######## design 1 ########
Design 1, clock distribution:
The bar under the picture is 20 um long.
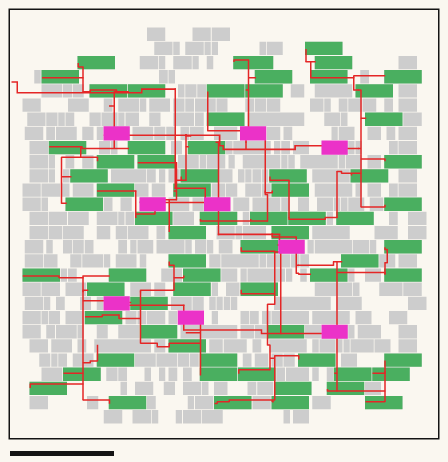

--- src/rtl/seq_mul16_if.sv ---
// seq_mul16_if
// Handshake and data bundle for the sequential multiplier.
//   in_valid/in_ready/a/b         : operand request channel (master -> slave)
//   out_valid/out_ready/out       : product response channel (slave -> master)
//   busy                          : slave is stepping through a multiplication
// The master modport is the requester (issue path / testbench); the slave
// modport is the multiplier itself.
interface seq_mul16_if #(
   parameter int WIDTH = 16
);
   logic             in_valid;
   logic             in_ready;
   logic [WIDTH-1:0] a;
   logic [WIDTH-1:0] b;
   logic             out_valid;
   logic             out_ready;
   logic [WIDTH-1:0] out;
   logic             busy;

   modport master (
      output in_valid, a, b, out_ready,
      input  in_ready, out_valid, out, busy
   );

   modport slave (
      input  in_valid, a, b, out_ready,
      output in_ready, out_valid, out, busy
   );
endinterface

--- src/rtl/seq_mul16.sv ---
// seq_mul16
// Shift-and-add multiplier producing the low WIDTH bits of a*b. One partial
// product is folded in per cycle through a ripple-carry adder whose carry-out
// is discarded, so signed and unsigned operands give the same low bits.
// Ports:
//   clk    : system clock, all state changes on the rising edge
//   rst_n  : synchronous active-low reset
//   bus    : seq_mul16_if slave modport (operand/product handshakes, busy)
// Parameters:
//   WIDTH      : operand/product width
//   EARLY_EXIT : 1 = leave RUN once the remaining multiplier bits are all zero
module seq_mul16 #(
   parameter int WIDTH      = 16,
   parameter bit EARLY_EXIT = 1'b0
) (
   input  logic        clk,
   input  logic        rst_n,
   seq_mul16_if.slave  bus
);

   localparam int CW = (WIDTH > 1) ? $clog2(WIDTH) : 1;

   typedef enum logic [1:0] {
      S_IDLE = 2'd0,
      S_RUN  = 2'd1,
      S_DONE = 2'd2
   } state_t;

   state_t           state_reg,  state_next;
   logic [WIDTH-1:0] acc_reg,    acc_next;
   logic [WIDTH-1:0] mcand_reg,  mcand_next;
   logic [WIDTH-1:0] mplier_reg, mplier_next;
   logic [CW-1:0]    count_reg,  count_next;
   logic [WIDTH-1:0] out_reg,    out_next;

   // ripple-carry adder: acc + (mplier[0] ? mcand : 0), carry-out dropped
   logic [WIDTH-1:0] addend;
   logic [WIDTH-1:0] sum;
   logic [WIDTH-1:0] carry;

   assign addend   = mplier_reg[0] ? mcand_reg : '0;
   assign carry[0] = 1'b0;

   generate
      for (genvar gi = 0; gi < WIDTH; gi++) begin : g_add
         assign sum[gi] = acc_reg[gi] ^ addend[gi] ^ carry[gi];
         // the carry out of the top bit is the overflow and is not built
         if (gi < WIDTH - 1) begin : g_carry
            assign carry[gi+1] = (acc_reg[gi] & addend[gi]) |
                                 (carry[gi] & (acc_reg[gi] ^ addend[gi]));
         end
      end
   endgenerate

   logic [WIDTH-1:0] mplier_shift;
   logic             last_step;

   assign mplier_shift = mplier_reg >> 1;
   // early exit looks at the multiplier as it will be after this step, so a
   // zero multiplier still spends exactly one cycle in RUN
   assign last_step    = (count_reg == CW'(WIDTH - 1)) ||
                         (EARLY_EXIT && (mplier_shift == '0));

   always_comb begin
      state_next  = state_reg;
      acc_next    = acc_reg;
      mcand_next  = mcand_reg;
      mplier_next = mplier_reg;
      count_next  = count_reg;
      out_next    = out_reg;

      case (state_reg)
         S_IDLE: begin
            if (bus.in_valid) begin
               acc_next    = '0;
               mcand_next  = bus.a;
               mplier_next = bus.b;
               count_next  = '0;
               state_next  = S_RUN;
            end
         end
         S_RUN: begin
            acc_next    = sum;
            mcand_next  = mcand_reg << 1;
            mplier_next = mplier_shift;
            count_next  = count_reg + CW'(1);
            if (last_step) begin
               // out tracks the final accumulator so it is already valid
               // on the first DONE cycle and holds afterwards
               out_next   = sum;
               state_next = S_DONE;
            end
         end
         S_DONE: begin
            if (bus.out_ready) begin
               state_next = S_IDLE;
            end
         end
         default: begin
            state_next = S_IDLE;
         end
      endcase
   end

   always_ff @(posedge clk) begin
      if (!rst_n) begin
         state_reg  <= S_IDLE;
         acc_reg    <= '0;
         mcand_reg  <= '0;
         mplier_reg <= '0;
         count_reg  <= '0;
         out_reg    <= '0;
      end else begin
         state_reg  <= state_next;
         acc_reg    <= acc_next;
         mcand_reg  <= mcand_next;
         mplier_reg <= mplier_next;
         count_reg  <= count_next;
         out_reg    <= out_next;
      end
   end

   // all handshake outputs come straight from the state register
   assign bus.in_ready  = (state_reg == S_IDLE);
   assign bus.busy      = (state_reg == S_RUN);
   assign bus.out_valid = (state_reg == S_DONE);
   assign bus.out       = out_reg;

endmodule
--- src/flat_wrapper.sv ---
// flat-port wrapper written by rule: the top's interface ports become plain ports
module seq_mul16_flat 
#(
   parameter int WIDTH      = 16,
   parameter bit EARLY_EXIT = 1'b0
)
  (clk, rst_n, bus_in_valid, bus_a, bus_b, bus_out_ready, bus_in_ready, bus_out_valid, bus_out, bus_busy);
  seq_mul16_if #(.WIDTH(WIDTH)) bus_i ();
  input  logic clk;
  input  logic rst_n;
  input wire logic [$bits(bus_i.in_valid)-1:0] bus_in_valid;
  input wire logic [$bits(bus_i.a)-1:0] bus_a;
  input wire logic [$bits(bus_i.b)-1:0] bus_b;
  input wire logic [$bits(bus_i.out_ready)-1:0] bus_out_ready;
  output wire logic [$bits(bus_i.in_ready)-1:0] bus_in_ready;
  output wire logic [$bits(bus_i.out_valid)-1:0] bus_out_valid;
  output wire logic [$bits(bus_i.out)-1:0] bus_out;
  output wire logic [$bits(bus_i.busy)-1:0] bus_busy;
  assign bus_i.in_valid = bus_in_valid;
  assign bus_i.a = bus_a;
  assign bus_i.b = bus_b;
  assign bus_i.out_ready = bus_out_ready;
  assign bus_in_ready = bus_i.in_ready;
  assign bus_out_valid = bus_i.out_valid;
  assign bus_out = bus_i.out;
  assign bus_busy = bus_i.busy;
  seq_mul16 #(.WIDTH(WIDTH), .EARLY_EXIT(EARLY_EXIT)) u_core (.clk(clk), .rst_n(rst_n), .bus(bus_i));
endmodule
--- config.mk ---
export PLATFORM = sky130hd
export DESIGN_NAME = seq_mul16_flat
export DESIGN_NICKNAME = d
export VERILOG_FILES = /design/src/rtl/seq_mul16_if.sv /design/src/rtl/seq_mul16.sv /design/src/flat_wrapper.sv
export SDC_FILE = /design/constraint.sdc
export NUM_CORES = 1
export LEC_CHECK = 0
export CORE_MARGIN = 2
export CORE_UTILIZATION = 58
export DETAILED_ROUTE_END_ITERATION = 10
export GPL_TIMING_DRIVEN = 1
export PLACE_DENSITY = 0.93
export SLEW_MARGIN = 20
export SYNTH_ARGS = -nofsm -noshare
export SYNTH_HDL_FRONTEND = slang
export SYNTH_SLANG_ARGS = --single-unit
--- constraint.sdc ---
create_clock -name clk -period 15.9 [get_ports clk]
set_input_delay 1.59 -clock clk [delete_from_list [all_inputs] [get_ports clk]]
set_output_delay 1.59 -clock clk [all_outputs]
set_load 0.1 [all_outputs]
######## design 2 ########
===== src/rtl/multicycle_controller.sv =====
// Main control FSM of the multicycle RV32I-subset core: sequences fetch/decode/execute/memory/writeback.
// Optional illegal-opcode trap state is built when CTRL_ILLEGAL_TRAP_EN is defined.
module multicycle_controller (
    input  logic       clk,
    input  logic       rst,
    input  logic [6:0] op,
    input  logic [2:0] func3,
    input  logic       zero,
    input  logic       neg,
    output logic       pc_write,
    output logic       adr_src,
    output logic       mem_write,
    output logic       ir_write,
    output logic       reg_write,
    output logic [1:0] result_src,
    output logic [1:0] alu_src_a,
    output logic [1:0] alu_src_b,
    output logic [2:0] imm_src,
    output logic [1:0] ALUOp,
    output logic       illegal
);

    localparam logic [1:0] ALUOP_S = 2'b00;
    localparam logic [1:0] ALUOP_B = 2'b01;
    localparam logic [1:0] ALUOP_R = 2'b10;
    localparam logic [1:0] ALUOP_I = 2'b11;

    localparam logic [6:0] OP_LOAD  = 7'b0000011;
    localparam logic [6:0] OP_STORE = 7'b0100011;
    localparam logic [6:0] OP_RTYPE = 7'b0110011;
    localparam logic [6:0] OP_ITYPE = 7'b0010011;
    localparam logic [6:0] OP_BRAN  = 7'b1100011;
    localparam logic [6:0] OP_JAL   = 7'b1101111;
    localparam logic [6:0] OP_JALR  = 7'b1100111;
    localparam logic [6:0] OP_LUI   = 7'b0110111;

    localparam logic [2:0] IMM_I = 3'b000;
    localparam logic [2:0] IMM_S = 3'b001;
    localparam logic [2:0] IMM_B = 3'b010;
    localparam logic [2:0] IMM_U = 3'b100;

    localparam logic [1:0] SRCA_OLDPC = 2'b01;
    localparam logic [1:0] SRCA_REGA  = 2'b10;
    localparam logic [1:0] SRCB_IMM   = 2'b01;
    localparam logic [1:0] SRCB_FOUR  = 2'b10;

    localparam logic [1:0] RES_ALUOUT = 2'b00;
    localparam logic [1:0] RES_MDR    = 2'b01;
    localparam logic [1:0] RES_ALURES = 2'b10;
    localparam logic [1:0] RES_IMM    = 2'b11;

    typedef enum logic [3:0] {
        S_FETCH,
        S_DECODE,
        S_MEMADR,
        S_MEMREAD,
        S_MEMWB,
        S_MEMWRITE,
        S_EXEC_R,
        S_EXEC_I,
        S_ALUWB,
        S_BRANCH,
        S_JALR,
        S_JAL,
`ifdef CTRL_ILLEGAL_TRAP_EN
        S_LUI,
        S_ERROR
`else
        S_LUI
`endif
    } state_t;

    typedef struct packed {
        logic       pc_write;
        logic       adr_src;
        logic       mem_write;
        logic       ir_write;
        logic       reg_write;
        logic [1:0] result_src;
        logic [1:0] alu_src_a;
        logic [1:0] alu_src_b;
        logic [2:0] imm_src;
        logic [1:0] alu_op;
    } ctl_t;

    state_t state;
    state_t state_nx;
    ctl_t   ctl_q;
    ctl_t   ctl_o;
    logic   br_taken;

    // Next-state rule for a given state and latched opcode.
    function automatic state_t next_of(input state_t s, input logic [6:0] o);
        state_t n;
        n = S_FETCH;
        case (s)
            S_FETCH:  n = S_DECODE;
            S_DECODE: begin
                case (o)
                    OP_LOAD, OP_STORE: n = S_MEMADR;
                    OP_RTYPE:          n = S_EXEC_R;
                    OP_ITYPE:          n = S_EXEC_I;
                    OP_BRAN:           n = S_BRANCH;
                    OP_JAL:            n = S_JAL;
                    OP_JALR:           n = S_JALR;
                    OP_LUI:            n = S_LUI;
`ifdef CTRL_ILLEGAL_TRAP_EN
                    default:           n = S_ERROR;
`else
                    default:           n = S_FETCH;
`endif
                endcase
            end
            S_MEMADR:  n = (o == OP_STORE) ? S_MEMWRITE : S_MEMREAD;
            S_MEMREAD: n = S_MEMWB;
            S_EXEC_R:  n = S_ALUWB;
            S_EXEC_I:  n = S_ALUWB;
            S_JALR:    n = S_JAL;
            S_JAL:     n = S_ALUWB;
`ifdef CTRL_ILLEGAL_TRAP_EN
            S_ERROR:   n = S_ERROR;
`endif
            default:   n = S_FETCH;
        endcase
        return n;
    endfunction

    // Moore control word for each state; BRANCH pc_write and store imm_src are patched later.
    function automatic ctl_t ctl_of(input state_t s);
        ctl_t c;
        c = '0;
        case (s)
            S_FETCH: begin
                c.pc_write   = 1'b1;
                c.ir_write   = 1'b1;
                c.alu_src_b  = SRCB_FOUR;
                c.result_src = RES_ALURES;
                c.alu_op     = ALUOP_S;
            end
            S_DECODE: begin
                c.alu_src_a = SRCA_OLDPC;
                c.alu_src_b = SRCB_IMM;
                c.imm_src   = IMM_B;
            end
            S_MEMADR: begin
                c.alu_src_a = SRCA_REGA;
                c.alu_src_b = SRCB_IMM;
                c.imm_src   = IMM_I;
                c.alu_op    = ALUOP_S;
            end
            S_MEMREAD: c.adr_src = 1'b1;
            S_MEMWB: begin
                c.result_src = RES_MDR;
                c.reg_write  = 1'b1;
            end
            S_MEMWRITE: begin
                c.adr_src   = 1'b1;
                c.mem_write = 1'b1;
            end
            S_EXEC_R: begin
                c.alu_src_a = SRCA_REGA;
                c.alu_op    = ALUOP_R;
            end
            S_EXEC_I: begin
                c.alu_src_a = SRCA_REGA;
                c.alu_src_b = SRCB_IMM;
                c.imm_src   = IMM_I;
                c.alu_op    = ALUOP_I;
            end
            S_ALUWB: begin
                c.result_src = RES_ALUOUT;
                c.reg_write  = 1'b1;
            end
            S_BRANCH: begin
                c.alu_src_a  = SRCA_REGA;
                c.alu_op     = ALUOP_B;
                c.result_src = RES_ALUOUT;
            end
            S_JALR: begin
                c.alu_src_a = SRCA_REGA;
                c.alu_src_b = SRCB_IMM;
                c.imm_src   = IMM_I;
                c.alu_op    = ALUOP_S;
            end
            S_JAL: begin
                c.alu_src_a  = SRCA_OLDPC;
                c.alu_src_b  = SRCB_FOUR;
                c.alu_op     = ALUOP_S;
                c.result_src = RES_ALUOUT;
                c.pc_write   = 1'b1;
            end
            S_LUI: begin
                c.imm_src    = IMM_U;
                c.result_src = RES_IMM;
                c.reg_write  = 1'b1;
            end
            default: c = '0;
        endcase
        return c;
    endfunction

    always_comb begin
        state_nx = next_of(state, op);
    end

    // State and control word register; the control word is precomputed for the state being entered.
    always_ff @(posedge clk) begin
        if (rst) begin
            state <= S_FETCH;
            ctl_q <= ctl_of(S_FETCH);
        end else begin
            state <= state_nx;
            ctl_q <= ctl_of(state_nx);
        end
    end

`ifdef CTRL_ILLEGAL_TRAP_EN
    logic illegal_q;

    always_ff @(posedge clk) begin
        if (rst) begin
            illegal_q <= 1'b0;
        end else begin
            illegal_q <= illegal_q | (state_nx == S_ERROR);
        end
    end

    assign illegal = illegal_q;
`else
    assign illegal = 1'b0;
`endif

    // Branch condition from ALU flags of rs1 - rs2; overflow deliberately ignored.
    always_comb begin
        br_taken = 1'b0;
        case (func3)
            3'b000:  br_taken = zero;
            3'b001:  br_taken = ~zero;
            3'b100:  br_taken = neg;
            3'b101:  br_taken = ~neg;
            default: br_taken = 1'b0;
        endcase
    end

    always_comb begin
        ctl_o = ctl_q;
        if ((state == S_MEMADR) && (op == OP_STORE)) begin
            ctl_o.imm_src = IMM_S;
        end
        if (state == S_BRANCH) begin
            ctl_o.pc_write = br_taken;
        end
        // Reset shows FETCH selects with every write enable suppressed.
        if (rst) begin
            ctl_o           = ctl_of(S_FETCH);
            ctl_o.pc_write  = 1'b0;
            ctl_o.ir_write  = 1'b0;
            ctl_o.mem_write = 1'b0;
            ctl_o.reg_write = 1'b0;
        end
    end

    assign pc_write   = ctl_o.pc_write;
    assign adr_src    = ctl_o.adr_src;
    assign mem_write  = ctl_o.mem_write;
    assign ir_write   = ctl_o.ir_write;
    assign reg_write  = ctl_o.reg_write;
    assign result_src = ctl_o.result_src;
    assign alu_src_a  = ctl_o.alu_src_a;
    assign alu_src_b  = ctl_o.alu_src_b;
    assign imm_src    = ctl_o.imm_src;
    assign ALUOp      = ctl_o.alu_op;

endmodule


===== config.mk =====
export PLATFORM = sky130hd
export DESIGN_NAME = multicycle_controller
export DESIGN_NICKNAME = d
export VERILOG_FILES = /design/src/rtl/multicycle_controller.sv
export SDC_FILE = /design/constraint.sdc
export NUM_CORES = 1
export LEC_CHECK = 0
export CAP_MARGIN = 5
export CORE_AREA = 2 2 49 51
export CTS_CLUSTER_DIAMETER = 30
export DETAILED_ROUTE_END_ITERATION = 8
export DIE_AREA = 0 0 51 53
export GPL_ROUTABILITY_DRIVEN = 0
export GPL_TIMING_DRIVEN = 0
export PLACE_DENSITY = 0.83
export REMOVE_ABC_BUFFERS = 1
export SYNTH_ARGS = -nofsm -noshare
export SYNTH_HDL_FRONTEND = slang
export SYNTH_SLANG_ARGS = --single-unit

===== constraint.sdc =====
create_clock -name clk -period 4.66 [get_ports clk]
set_input_delay 0.932 -clock clk [delete_from_list [all_inputs] [get_ports clk]]
set_output_delay 0.932 -clock clk [all_outputs]
set_load 0.005 [all_outputs]

######## design 3 ########
`src/rtl/td_mac_sequencer.sv`:
```
// td_mac_sequencer - sequences one time-domain MAC on the analog neuron cell
// Pulse-width drives din/win, measures the cell's output pulse width, adds bias, saturates.
module td_mac_sequencer #(
  parameter int DW      = 8,
  parameter int CNT_W   = 16,
  parameter int TIMEOUT = 4095
) (
  input  logic             clk,
  input  logic             rst,
  input  logic             cfg_valid,
  input  logic [DW-1:0]    din,
  input  logic [DW-1:0]    win,
  input  logic [DW-1:0]    bias,
  input  logic             start,
  output logic             busy,
  output logic             in_pulse,
  output logic             w_pulse,
  output logic             cell_en,
  input  logic             cell_out,
  output logic [CNT_W-1:0] result,
  output logic             result_valid,
  output logic             timeout_err
);

  typedef enum logic [1:0] {IDLE, DRIVE, MEASURE, DONE} state_t;

  localparam logic [CNT_W-1:0] TO_LAST  = CNT_W'(TIMEOUT - 1);
  localparam logic [CNT_W-1:0] ALL_ONES = '1;

  state_t           state_q, state_d;
  logic [DW-1:0]    din_st_q, din_st_d, win_st_q, win_st_d, bias_st_q, bias_st_d;
  logic [DW-1:0]    din_s_q, din_s_d, win_s_q, win_s_d, bias_s_q, bias_s_d;
  logic             cfg_loaded_q, cfg_loaded_d;
  logic [CNT_W-1:0] cnt_q, cnt_d, width_q, width_d, result_q, result_d;
  logic             seen_q, seen_d, busy_q, busy_d, rv_q, rv_d, timeout_q, timeout_d;
  logic [1:0]       sync_q, sync_d;
  logic [DW-1:0]    max_s;
  logic [CNT_W+1:0] sum;
  logic             cell_hi;

  always_comb begin
    max_s   = (din_s_q > win_s_q) ? din_s_q : win_s_q;
    // Two extra bits: MSB flags a negative sum, the next one an overflow past all-ones.
    sum     = {2'b00, width_q} + {{(CNT_W+2-DW){bias_s_q[DW-1]}}, bias_s_q};
    cell_hi = sync_q[1];
    sync_d  = {sync_q[0], cell_out};
  end

  always_comb begin
    state_d      = state_q;
    din_st_d     = din_st_q;
    win_st_d     = win_st_q;
    bias_st_d    = bias_st_q;
    din_s_d      = din_s_q;
    win_s_d      = win_s_q;
    bias_s_d     = bias_s_q;
    cfg_loaded_d = cfg_loaded_q;
    cnt_d        = cnt_q;
    width_d      = width_q;
    result_d     = result_q;
    seen_d       = seen_q;
    busy_d       = busy_q;
    rv_d         = 1'b0;
    timeout_d    = timeout_q;

    if (cfg_valid) begin
      din_st_d     = din;
      win_st_d     = win;
      bias_st_d    = bias;
      cfg_loaded_d = 1'b1;
    end

    case (state_q)
      IDLE: begin
        if (start && cfg_loaded_q) begin
          din_s_d   = din_st_q;
          win_s_d   = win_st_q;
          bias_s_d  = bias_st_q;
          cnt_d     = '0;
          width_d   = '0;
          seen_d    = 1'b0;
          timeout_d = 1'b0;
          busy_d    = 1'b1;
          state_d   = (din_st_q == '0 && win_st_q == '0) ? DONE : DRIVE;
        end
      end
      DRIVE: begin
        if (cnt_q == CNT_W'(max_s) - 1'b1) begin
          cnt_d   = '0;
          state_d = MEASURE;
        end else begin
          cnt_d = cnt_q + 1'b1;
        end
      end
      MEASURE: begin
        cnt_d = cnt_q + 1'b1;
        if (cell_hi) begin
          seen_d  = 1'b1;
          width_d = (width_q == ALL_ONES) ? width_q : width_q + 1'b1;
        end
        if (!cell_hi && seen_q) begin
          state_d = DONE;
        end else if (cnt_q == TO_LAST) begin
          timeout_d = 1'b1;
          width_d   = ALL_ONES;
          state_d   = DONE;
        end
      end
      DONE: begin
        if (sum[CNT_W+1])  result_d = '0;
        else if (sum[CNT_W]) result_d = ALL_ONES;
        else               result_d = sum[CNT_W-1:0];
        rv_d    = 1'b1;
        busy_d  = 1'b0;
        state_d = IDLE;
      end
      default: state_d = IDLE;
    endcase
  end

  always_ff @(posedge clk or negedge rst) begin
    if (!rst) begin
      state_q      <= IDLE;
      din_st_q     <= '0;
      win_st_q     <= '0;
      bias_st_q    <= '0;
      din_s_q      <= '0;
      win_s_q      <= '0;
      bias_s_q     <= '0;
      cfg_loaded_q <= 1'b0;
      cnt_q        <= '0;
      width_q      <= '0;
      result_q     <= '0;
      seen_q       <= 1'b0;
      busy_q       <= 1'b0;
      rv_q         <= 1'b0;
      timeout_q    <= 1'b0;
      sync_q       <= '0;
    end else begin
      state_q      <= state_d;
      din_st_q     <= din_st_d;
      win_st_q     <= win_st_d;
      bias_st_q    <= bias_st_d;
      din_s_q      <= din_s_d;
      win_s_q      <= win_s_d;
      bias_s_q     <= bias_s_d;
      cfg_loaded_q <= cfg_loaded_d;
      cnt_q        <= cnt_d;
      width_q      <= width_d;
      result_q     <= result_d;
      seen_q       <= seen_d;
      busy_q       <= busy_d;
      rv_q         <= rv_d;
      timeout_q    <= timeout_d;
      sync_q       <= sync_d;
    end
  end

  // Cell-side outputs decode straight from reset flops so they drop with rst.
  assign cell_en      = (state_q == DRIVE) || (state_q == MEASURE);
  assign in_pulse     = (state_q == DRIVE) && (cnt_q < CNT_W'(din_s_q));
  assign w_pulse      = (state_q == DRIVE) && (cnt_q < CNT_W'(win_s_q));
  assign busy         = busy_q;
  assign result       = result_q;
  assign result_valid = rv_q;
  assign timeout_err  = timeout_q;

endmodule

```
`config.mk`:
```
export PLATFORM = sky130hd
export DESIGN_NAME = td_mac_sequencer
export DESIGN_NICKNAME = d
export VERILOG_FILES = /design/src/rtl/td_mac_sequencer.sv
export SDC_FILE = /design/constraint.sdc
export NUM_CORES = 1
export LEC_CHECK = 0
export CORE_ASPECT_RATIO = 2
export CORE_MARGIN = 1
export CORE_UTILIZATION = 45
export CTS_CLUSTER_SIZE = 24
export DETAILED_ROUTE_END_ITERATION = 6
export GPL_TIMING_DRIVEN = 0
export SLEW_MARGIN = 25
export SYNTH_ARGS = -nofsm -noshare
export SYNTH_HDL_FRONTEND = slang
export SYNTH_SLANG_ARGS = --single-unit
```
`constraint.sdc`:
```
create_clock -name clk -period 5.3 [get_ports clk]
set_input_delay 1.06 -clock clk [delete_from_list [all_inputs] [get_ports clk]]
set_output_delay 1.06 -clock clk [all_outputs]
set_load 0.01 [all_outputs]
```
######## design 4 ########
<file path="src/rtl/loa_err_char_ctrl_if.sv">
// Bus between the error-characterisation sequencer and its environment:
// run control, the adder-under-test operand/result lines and the accumulated statistics.
interface loa_err_char_ctrl_if #(
  parameter int N     = 16,
  parameter int CNT_W = 24
);
  logic               start;
  logic               abort;
  logic [CNT_W-1:0]   num_samples;
  logic [31:0]        seed_a;
  logic [31:0]        seed_b;
  logic [N-1:0]       add_a;
  logic [N-1:0]       add_b;
  logic [N-1:0]       add_sum;
  logic               add_co;
  logic               busy;
  logic               done;
  logic [CNT_W-1:0]   err_count;
  logic [CNT_W+N:0]   sum_ed;
  logic [N:0]         max_ed;

  modport slave (
    input  start, abort, num_samples, seed_a, seed_b, add_sum, add_co,
    output add_a, add_b, busy, done, err_count, sum_ed, max_ed
  );

  modport master (
    output start, abort, num_samples, seed_a, seed_b, add_sum, add_co,
    input  add_a, add_b, busy, done, err_count, sum_ed, max_ed
  );
endinterface

</file>
<file path="src/rtl/loa_err_char_ctrl.sv">
// Error-characterisation sequencer: drives LFSR operand pairs into an external approximate
// adder, compares against the exact sum and accumulates error count, total and max distance.
module loa_err_char_ctrl #(
  parameter int N     = 16,
  parameter int CNT_W = 24
) (
  input  logic                 clk,
  input  logic                 rst,
  loa_err_char_ctrl_if.slave   bus
);

  typedef enum logic [2:0] {
    S_IDLE,
    S_SEED,
    S_DRIVE,
    S_CHECK,
    S_DONE
  } state_t;

  localparam logic [31:0] LFSR_MASK = 32'h80200003;

  function automatic logic [31:0] f_lfsr_step(input logic [31:0] l);
    return (l >> 1) ^ (l[0] ? LFSR_MASK : 32'h0);
  endfunction

  function automatic logic [31:0] f_fix_seed(input logic [31:0] s);
    return (s == 32'h0) ? 32'h1 : s;
  endfunction

  function automatic logic [N:0] f_abs_ed(input logic [N:0] x, input logic [N:0] y);
    logic signed [N+1:0] d;
    d = $signed({1'b0, x}) - $signed({1'b0, y});
    if (d < 0) d = -d;
    return d[N:0];
  endfunction

  state_t               r_state;
  logic [CNT_W-1:0]     r_num;
  logic [CNT_W-1:0]     r_remaining;
  logic [31:0]          r_seed_a;
  logic [31:0]          r_seed_b;
  logic [31:0]          r_lfsr_a;
  logic [31:0]          r_lfsr_b;
  logic [N-1:0]         r_add_a;
  logic [N-1:0]         r_add_b;
  logic                 r_busy;
  logic                 r_done;
  logic [CNT_W-1:0]     r_err_count;
  logic [CNT_W+N:0]     r_sum_ed;
  logic [N:0]           r_max_ed;

  logic [31:0]          w_seed_a;
  logic [31:0]          w_seed_b;
  logic [31:0]          w_lfsr_a_nxt;
  logic [31:0]          w_lfsr_b_nxt;
  logic [N:0]           w_exact;
  logic [N:0]           w_approx;
  logic [N:0]           w_ed;

  assign w_seed_a     = f_fix_seed(r_seed_a);
  assign w_seed_b     = f_fix_seed(r_seed_b);
  assign w_lfsr_a_nxt = f_lfsr_step(r_lfsr_a);
  assign w_lfsr_b_nxt = f_lfsr_step(r_lfsr_b);

  // The adder result is a combinational function of the registered operands.
  assign w_exact  = {1'b0, r_add_a} + {1'b0, r_add_b};
  assign w_approx = {bus.add_co, bus.add_sum};
  assign w_ed     = f_abs_ed(w_approx, w_exact);

  assign bus.add_a     = r_add_a;
  assign bus.add_b     = r_add_b;
  assign bus.busy      = r_busy;
  assign bus.done      = r_done;
  assign bus.err_count = r_err_count;
  assign bus.sum_ed    = r_sum_ed;
  assign bus.max_ed    = r_max_ed;

  always_ff @(posedge clk or posedge rst) begin
    if (rst) begin
      r_state     <= S_IDLE;
      r_num       <= '0;
      r_remaining <= '0;
      r_seed_a    <= '0;
      r_seed_b    <= '0;
      r_lfsr_a    <= 32'h1;
      r_lfsr_b    <= 32'h1;
      r_add_a     <= '0;
      r_add_b     <= '0;
      r_busy      <= 1'b0;
      r_done      <= 1'b0;
      r_err_count <= '0;
      r_sum_ed    <= '0;
      r_max_ed    <= '0;
    end else begin
      r_done <= 1'b0;
      case (r_state)
        S_IDLE: begin
          if (bus.start) begin
            r_num    <= bus.num_samples;
            r_seed_a <= bus.seed_a;
            r_seed_b <= bus.seed_b;
            r_busy   <= 1'b1;
            r_state  <= S_SEED;
          end
        end
        S_SEED: begin
          if (bus.abort) begin
            r_busy  <= 1'b0;
            r_state <= S_IDLE;
          end else begin
            r_lfsr_a    <= w_seed_a;
            r_lfsr_b    <= w_seed_b;
            r_err_count <= '0;
            r_sum_ed    <= '0;
            r_max_ed    <= '0;
            r_remaining <= r_num;
            if (r_num == '0) begin
              r_busy  <= 1'b0;
              r_done  <= 1'b1;
              r_state <= S_DONE;
            end else begin
              r_add_a <= w_seed_a[N-1:0];
              r_add_b <= w_seed_b[N-1:0];
              r_state <= S_DRIVE;
            end
          end
        end
        S_DRIVE: begin
          if (bus.abort) begin
            r_busy  <= 1'b0;
            r_state <= S_IDLE;
          end else begin
            r_state <= S_CHECK;
          end
        end
        S_CHECK: begin
          // Abort wins over the accumulate so a cancelled sample never counts.
          if (bus.abort) begin
            r_busy  <= 1'b0;
            r_state <= S_IDLE;
          end else begin
            if (w_ed != '0) r_err_count <= r_err_count + CNT_W'(1);
            r_sum_ed    <= r_sum_ed + {{CNT_W{1'b0}}, w_ed};
            if (w_ed > r_max_ed) r_max_ed <= w_ed;
            r_lfsr_a    <= w_lfsr_a_nxt;
            r_lfsr_b    <= w_lfsr_b_nxt;
            r_remaining <= r_remaining - CNT_W'(1);
            if (r_remaining == CNT_W'(1)) begin
              r_busy  <= 1'b0;
              r_done  <= 1'b1;
              r_state <= S_DONE;
            end else begin
              r_add_a <= w_lfsr_a_nxt[N-1:0];
              r_add_b <= w_lfsr_b_nxt[N-1:0];
              r_state <= S_DRIVE;
            end
          end
        end
        S_DONE: begin
          r_state <= S_IDLE;
        end
        default: begin
          r_busy  <= 1'b0;
          r_state <= S_IDLE;
        end
      endcase
    end
  end

endmodule

</file>
<file path="src/flat_wrapper.sv">
// flat-port wrapper written by rule: the top's interface ports become plain ports
module loa_err_char_ctrl_flat 
#(
  parameter int N     = 16,
  parameter int CNT_W = 24
)
  (clk, rst, bus_start, bus_abort, bus_num_samples, bus_seed_a, bus_seed_b, bus_add_sum, bus_add_co, bus_add_a, bus_add_b, bus_busy, bus_done, bus_err_count, bus_sum_ed, bus_max_ed);
  loa_err_char_ctrl_if #(.N(N), .CNT_W(CNT_W)) bus_i ();
  input  logic clk;
  input  logic rst;
  input wire logic [$bits(bus_i.start)-1:0] bus_start;
  input wire logic [$bits(bus_i.abort)-1:0] bus_abort;
  input wire logic [$bits(bus_i.num_samples)-1:0] bus_num_samples;
  input wire logic [$bits(bus_i.seed_a)-1:0] bus_seed_a;
  input wire logic [$bits(bus_i.seed_b)-1:0] bus_seed_b;
  input wire logic [$bits(bus_i.add_sum)-1:0] bus_add_sum;
  input wire logic [$bits(bus_i.add_co)-1:0] bus_add_co;
  output wire logic [$bits(bus_i.add_a)-1:0] bus_add_a;
  output wire logic [$bits(bus_i.add_b)-1:0] bus_add_b;
  output wire logic [$bits(bus_i.busy)-1:0] bus_busy;
  output wire logic [$bits(bus_i.done)-1:0] bus_done;
  output wire logic [$bits(bus_i.err_count)-1:0] bus_err_count;
  output wire logic [$bits(bus_i.sum_ed)-1:0] bus_sum_ed;
  output wire logic [$bits(bus_i.max_ed)-1:0] bus_max_ed;
  assign bus_i.start = bus_start;
  assign bus_i.abort = bus_abort;
  assign bus_i.num_samples = bus_num_samples;
  assign bus_i.seed_a = bus_seed_a;
  assign bus_i.seed_b = bus_seed_b;
  assign bus_i.add_sum = bus_add_sum;
  assign bus_i.add_co = bus_add_co;
  assign bus_add_a = bus_i.add_a;
  assign bus_add_b = bus_i.add_b;
  assign bus_busy = bus_i.busy;
  assign bus_done = bus_i.done;
  assign bus_err_count = bus_i.err_count;
  assign bus_sum_ed = bus_i.sum_ed;
  assign bus_max_ed = bus_i.max_ed;
  loa_err_char_ctrl #(.N(N), .CNT_W(CNT_W)) u_core (.clk(clk), .rst(rst), .bus(bus_i));
endmodule
</file>
<file path="config.mk">
export PLATFORM = sky130hd
export DESIGN_NAME = loa_err_char_ctrl_flat
export DESIGN_NICKNAME = d
export VERILOG_FILES = /design/src/rtl/loa_err_char_ctrl_if.sv /design/src/rtl/loa_err_char_ctrl.sv /design/src/flat_wrapper.sv
export SDC_FILE = /design/constraint.sdc
export NUM_CORES = 1
export LEC_CHECK = 0
export CORE_ASPECT_RATIO = 0.5
export CORE_UTILIZATION = 35
export DETAILED_ROUTE_END_ITERATION = 10
export HOLD_SLACK_MARGIN = 0.03
export SETUP_SLACK_MARGIN = 0.15
export SLEW_MARGIN = 0
export SYNTH_ARGS = -nofsm -noshare
export SYNTH_HDL_FRONTEND = slang
export SYNTH_SLANG_ARGS = --single-unit
</file>
<file path="constraint.sdc">
create_clock -name clk -period 9.65 [get_ports clk]
set_input_delay 0.965 -clock clk [delete_from_list [all_inputs] [get_ports clk]]
set_output_delay 0.965 -clock clk [all_outputs]
set_load 0.02 [all_outputs]
</file>

==> screenshots <==
Routed metal, one color a layer.
shot_01.png
The bar under the picture is 20 um long. Two of the layers only.
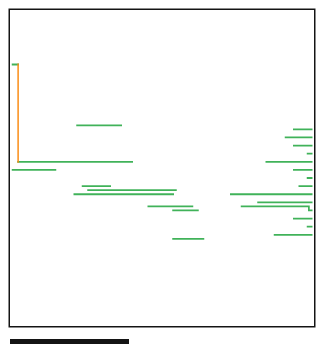
shot_02.png
The bar under the picture is 20 um long. Two of the layers only.
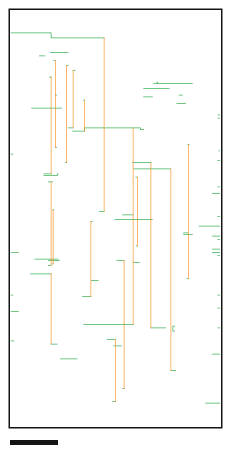
shot_03.png
The bar under the picture is 20 um long. Two of the layers only.
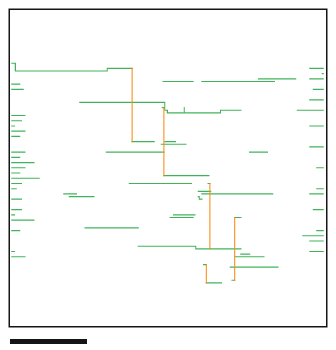
shot_04.png
The bar under the picture is 100 um long. Two of the layers only.
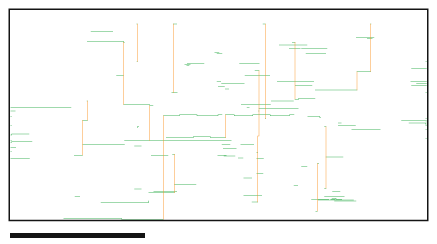
| from | picture |
|---|---|
| design 4 | shot_04.png |
| design 1 | shot_03.png |
| design 2 | shot_01.png |
| design 3 | shot_02.png |
Of these, most wire: shot_04.png
Of these, largest die: shot_04.png

Key to shot_03.png:
orange -> met4  # wire length 74.8 um
green -> met3  # wire length 407 um

Design 1, supply network:
The bar under the picture is 20 um long. Pins as bars on the die edge. Tap cells in gray.
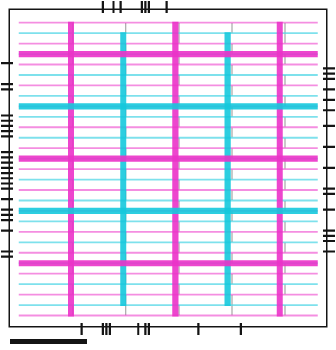
magenta -> VSS
cyan -> VDD
met1 rails = 29
met5 straps = 5
tap cells = 75

Notes on 'clock distribution' of design 1 above:
green -> flip-flops  # count 70
red -> clock wires  # length 838 um
magenta -> cells driving clock nets  # count 9
flops lie = all over the die
routed clock nets = 10
Clock Skew: 0.00726 ns

==> flow_metrics.tcl, design 1 <==
# implementation run metrics
set metrics [dict create \
    run_status "finished clean" \
    drc_errors 0 \
    comb_share_pct 43.7 \
    yosys-mux-area-fraction_pct 0 \
    initial_antenna_violation_count 0 \
    critical_path.reg2reg.endpoint "u_core.acc_reg[15]" \
    min_path_cells 2 \
    clkLatencyLatePin_ns 0.35 \
    finalWorstSetupSlack_ns 8.56 \
    rrSetupSlack_ns 8.56 \
    worstRegToRegCells 21 \
    numClockSinks 70 \
    finalCriticalPeriod_ns 7.34 \
    met1Wirelength_um 3490 \
    worstPathRequired_ns 16.17 \
    ys_area_um2 3540 \
    netlist_instances 381 \
    leading_cell_types_by_total_area_after_synthesis "sky130_fd_sc_hd__dfxtp_1 40%, sky130_fd_sc_hd__o221a_2 9.2%, sky130_fd_sc_hd__fa_1 7.9%" \
]
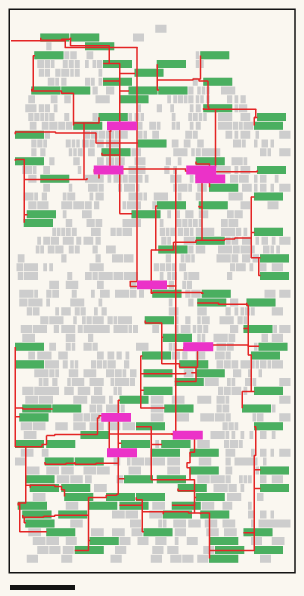
Design 3: clock distribution
The bar under the picture is 20 um long.
magenta -> cells driving clock nets  # count 9
green -> flip-flops  # count 105
red -> clock wires  # length 1410 um
routed clock nets = 10
flops lie = all over the die

==> flow_metrics.tcl, design 3 <==
# implementation run metrics
set metrics [dict create \
    main_synth_ff_type "sky130_fd_sc_hd__dfrtp_1" \
    non_clock_buffer_area_share_pct 8.16 \
    aggregate_negative_setup_slack_ns 0 \
    run_status "finished clean" \
    flow.area_growth_from_synthesis_pct 16.3 \
    wl_met3_um 331 \
    max_slew_margin_pct 46.6 \
    worstPathArrival_ns 4.82 \
    rrSetupSlack_ns 0.69 \
    kind_of_end_point_of_the_critical_path "flop" \
    top_layer "met4" \
    path_depth 16 \
    critical_path.reg2reg.endpoint "cnt_q[6]" \
    seqAreaFraction_pct 34.3 \
]
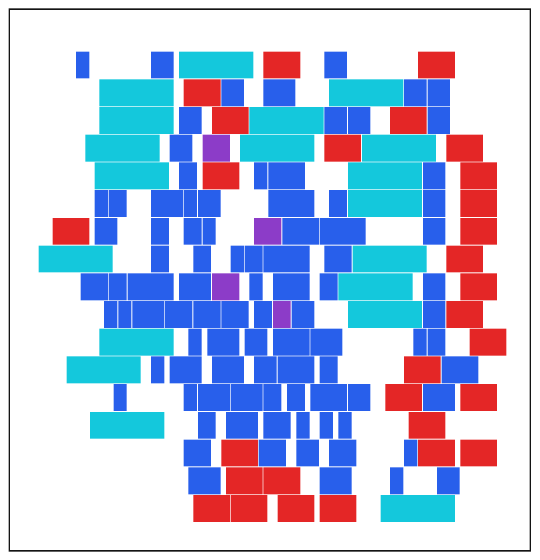
Design 2: cell classes on the final placement
red -> other buffers and delay cells  # cells 29
cyan -> flip-flops  # cells 19
blue -> all other logic  # cells 92
purple -> clock drivers and dummy loads  # cells 4

==> flow_metrics.tcl, design 2 <==
# implementation run metrics
set metrics [dict create \
    achievable-frequency_mhz 236 \
    clk_path_buf_depth 2 \
    clkLatencyLatePin_ns 0.29 \
    grt_pass1_wl_um 3670 \
    final_antenna_net_count 0 \
    synth-simple-area-share_pct 34.7 \
    main_synth_ff_type "sky130_fd_sc_hd__dfxtp_1" \
    post_synth_most_frequent_cells "19 x sky130_fd_sc_hd__dfxtp_1, 12 x sky130_fd_sc_hd__nor2b_1, 9 x sky130_fd_sc_hd__nor2_1, 6 x sky130_fd_sc_hd__inv_1, 6 x sky130_fd_sc_hd__nand3_1" \
    warnings 25 \
    run_status "finished clean" \
    wl_per_cell_um 13.1 \
    setup_repair_after_global_routing_missed_its_margin "false" \
    comb_share_pct 43.6 \
    num_io_pins 31 \
    cp_slowest_cell "sky130_fd_sc_hd__or4_1" \
]
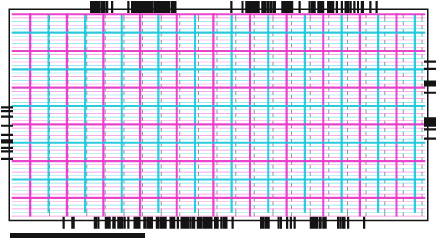
Design 4: supply network
The bar under the picture is 100 um long. Pins as bars on the die edge. Tap cells in gray.
magenta -> VSS
cyan -> VDD
signal pins = 225
met1 rails = 56
met5 straps = 11
met4 straps = 22

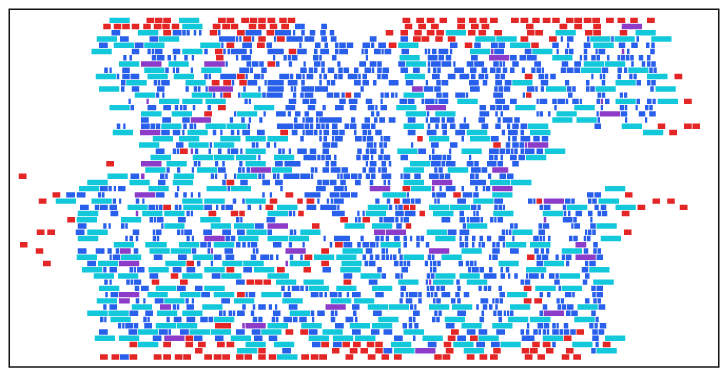
Design 4: cell classes on the final placement
red -> other buffers and delay cells  # cells 237
blue -> all other logic  # cells 1263
purple -> clock drivers and dummy loads  # cells 51
cyan -> flip-flops  # cells 295
final instance area: 20200 um^2
sequential cell area share: 36.6%
row cnt: 55
Core Util, Final: 44.0%

==> flow_metrics.tcl, design 4 <==
# implementation run metrics
set metrics [dict create \
    grt_max_degree 159 \
    floorplan.nets 1834 \
    run_status "finished clean" \
    layout.cells.most_common_list "292 x sky130_fd_sc_hd__dfrtp_1, 224 x sky130_fd_sc_hd__clkdlybuf4s50_1, 149 x sky130_fd_sc_hd__o21ai_0" \
    yosys_cells 1649 \
    synth.yosys.seq_area_share_pct 44.8 \
    fp.dieH_um 155 \
    met1Wirelength_um 20200 \
    layout.area.seq_um2 7390 \
    leading_cell_types_by_total_area_after_synthesis "sky130_fd_sc_hd__dfrtp_1 44%, sky130_fd_sc_hd__mux2_2 6.1%, sky130_fd_sc_hd__o21ai_0 4.5%" \
    cts_tree "done" \
    netlist_instances 1649 \
    syn_area_um2 16500 \
    ys_area_um2 16500 \
    max_reg_flops 41 \
    comb_cells 1189 \
]


## Gallery

Clock wiring as the flow saved it.
image #1
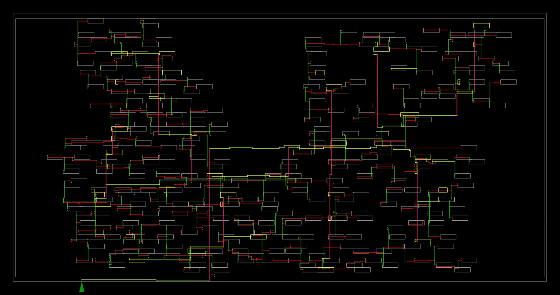
image #2
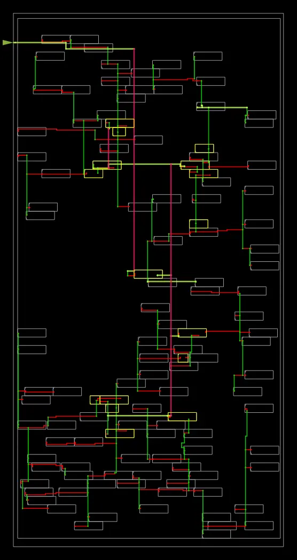
image #3
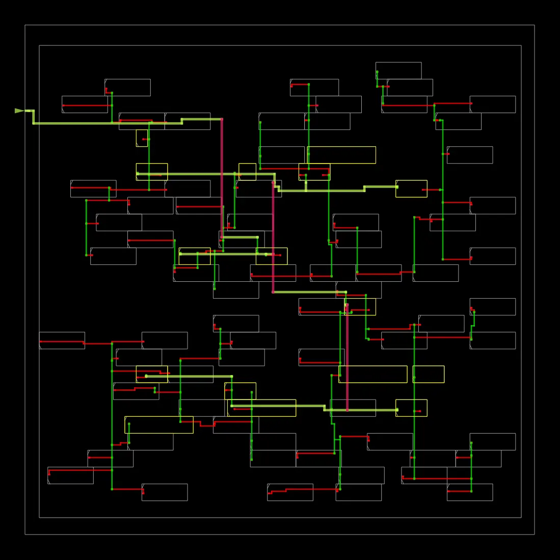
image #4
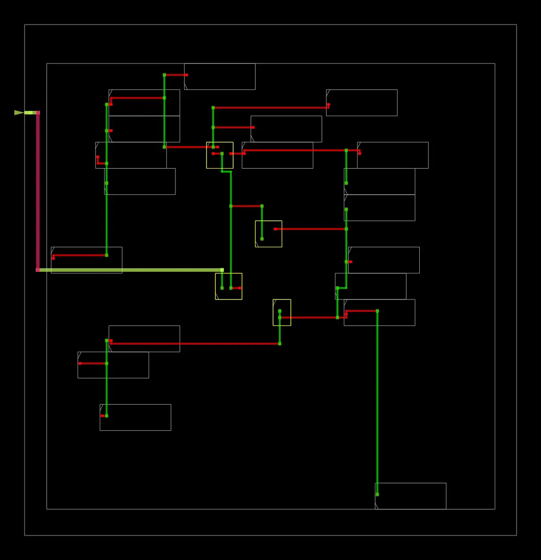
The one with the fewest sequential cells is image #4.
The one with the most clock buffers is image #1.
| from | picture |
|---|---|
| design 4 | image #1 |
| design 3 | image #2 |
| design 1 | image #3 |
| design 2 | image #4 |

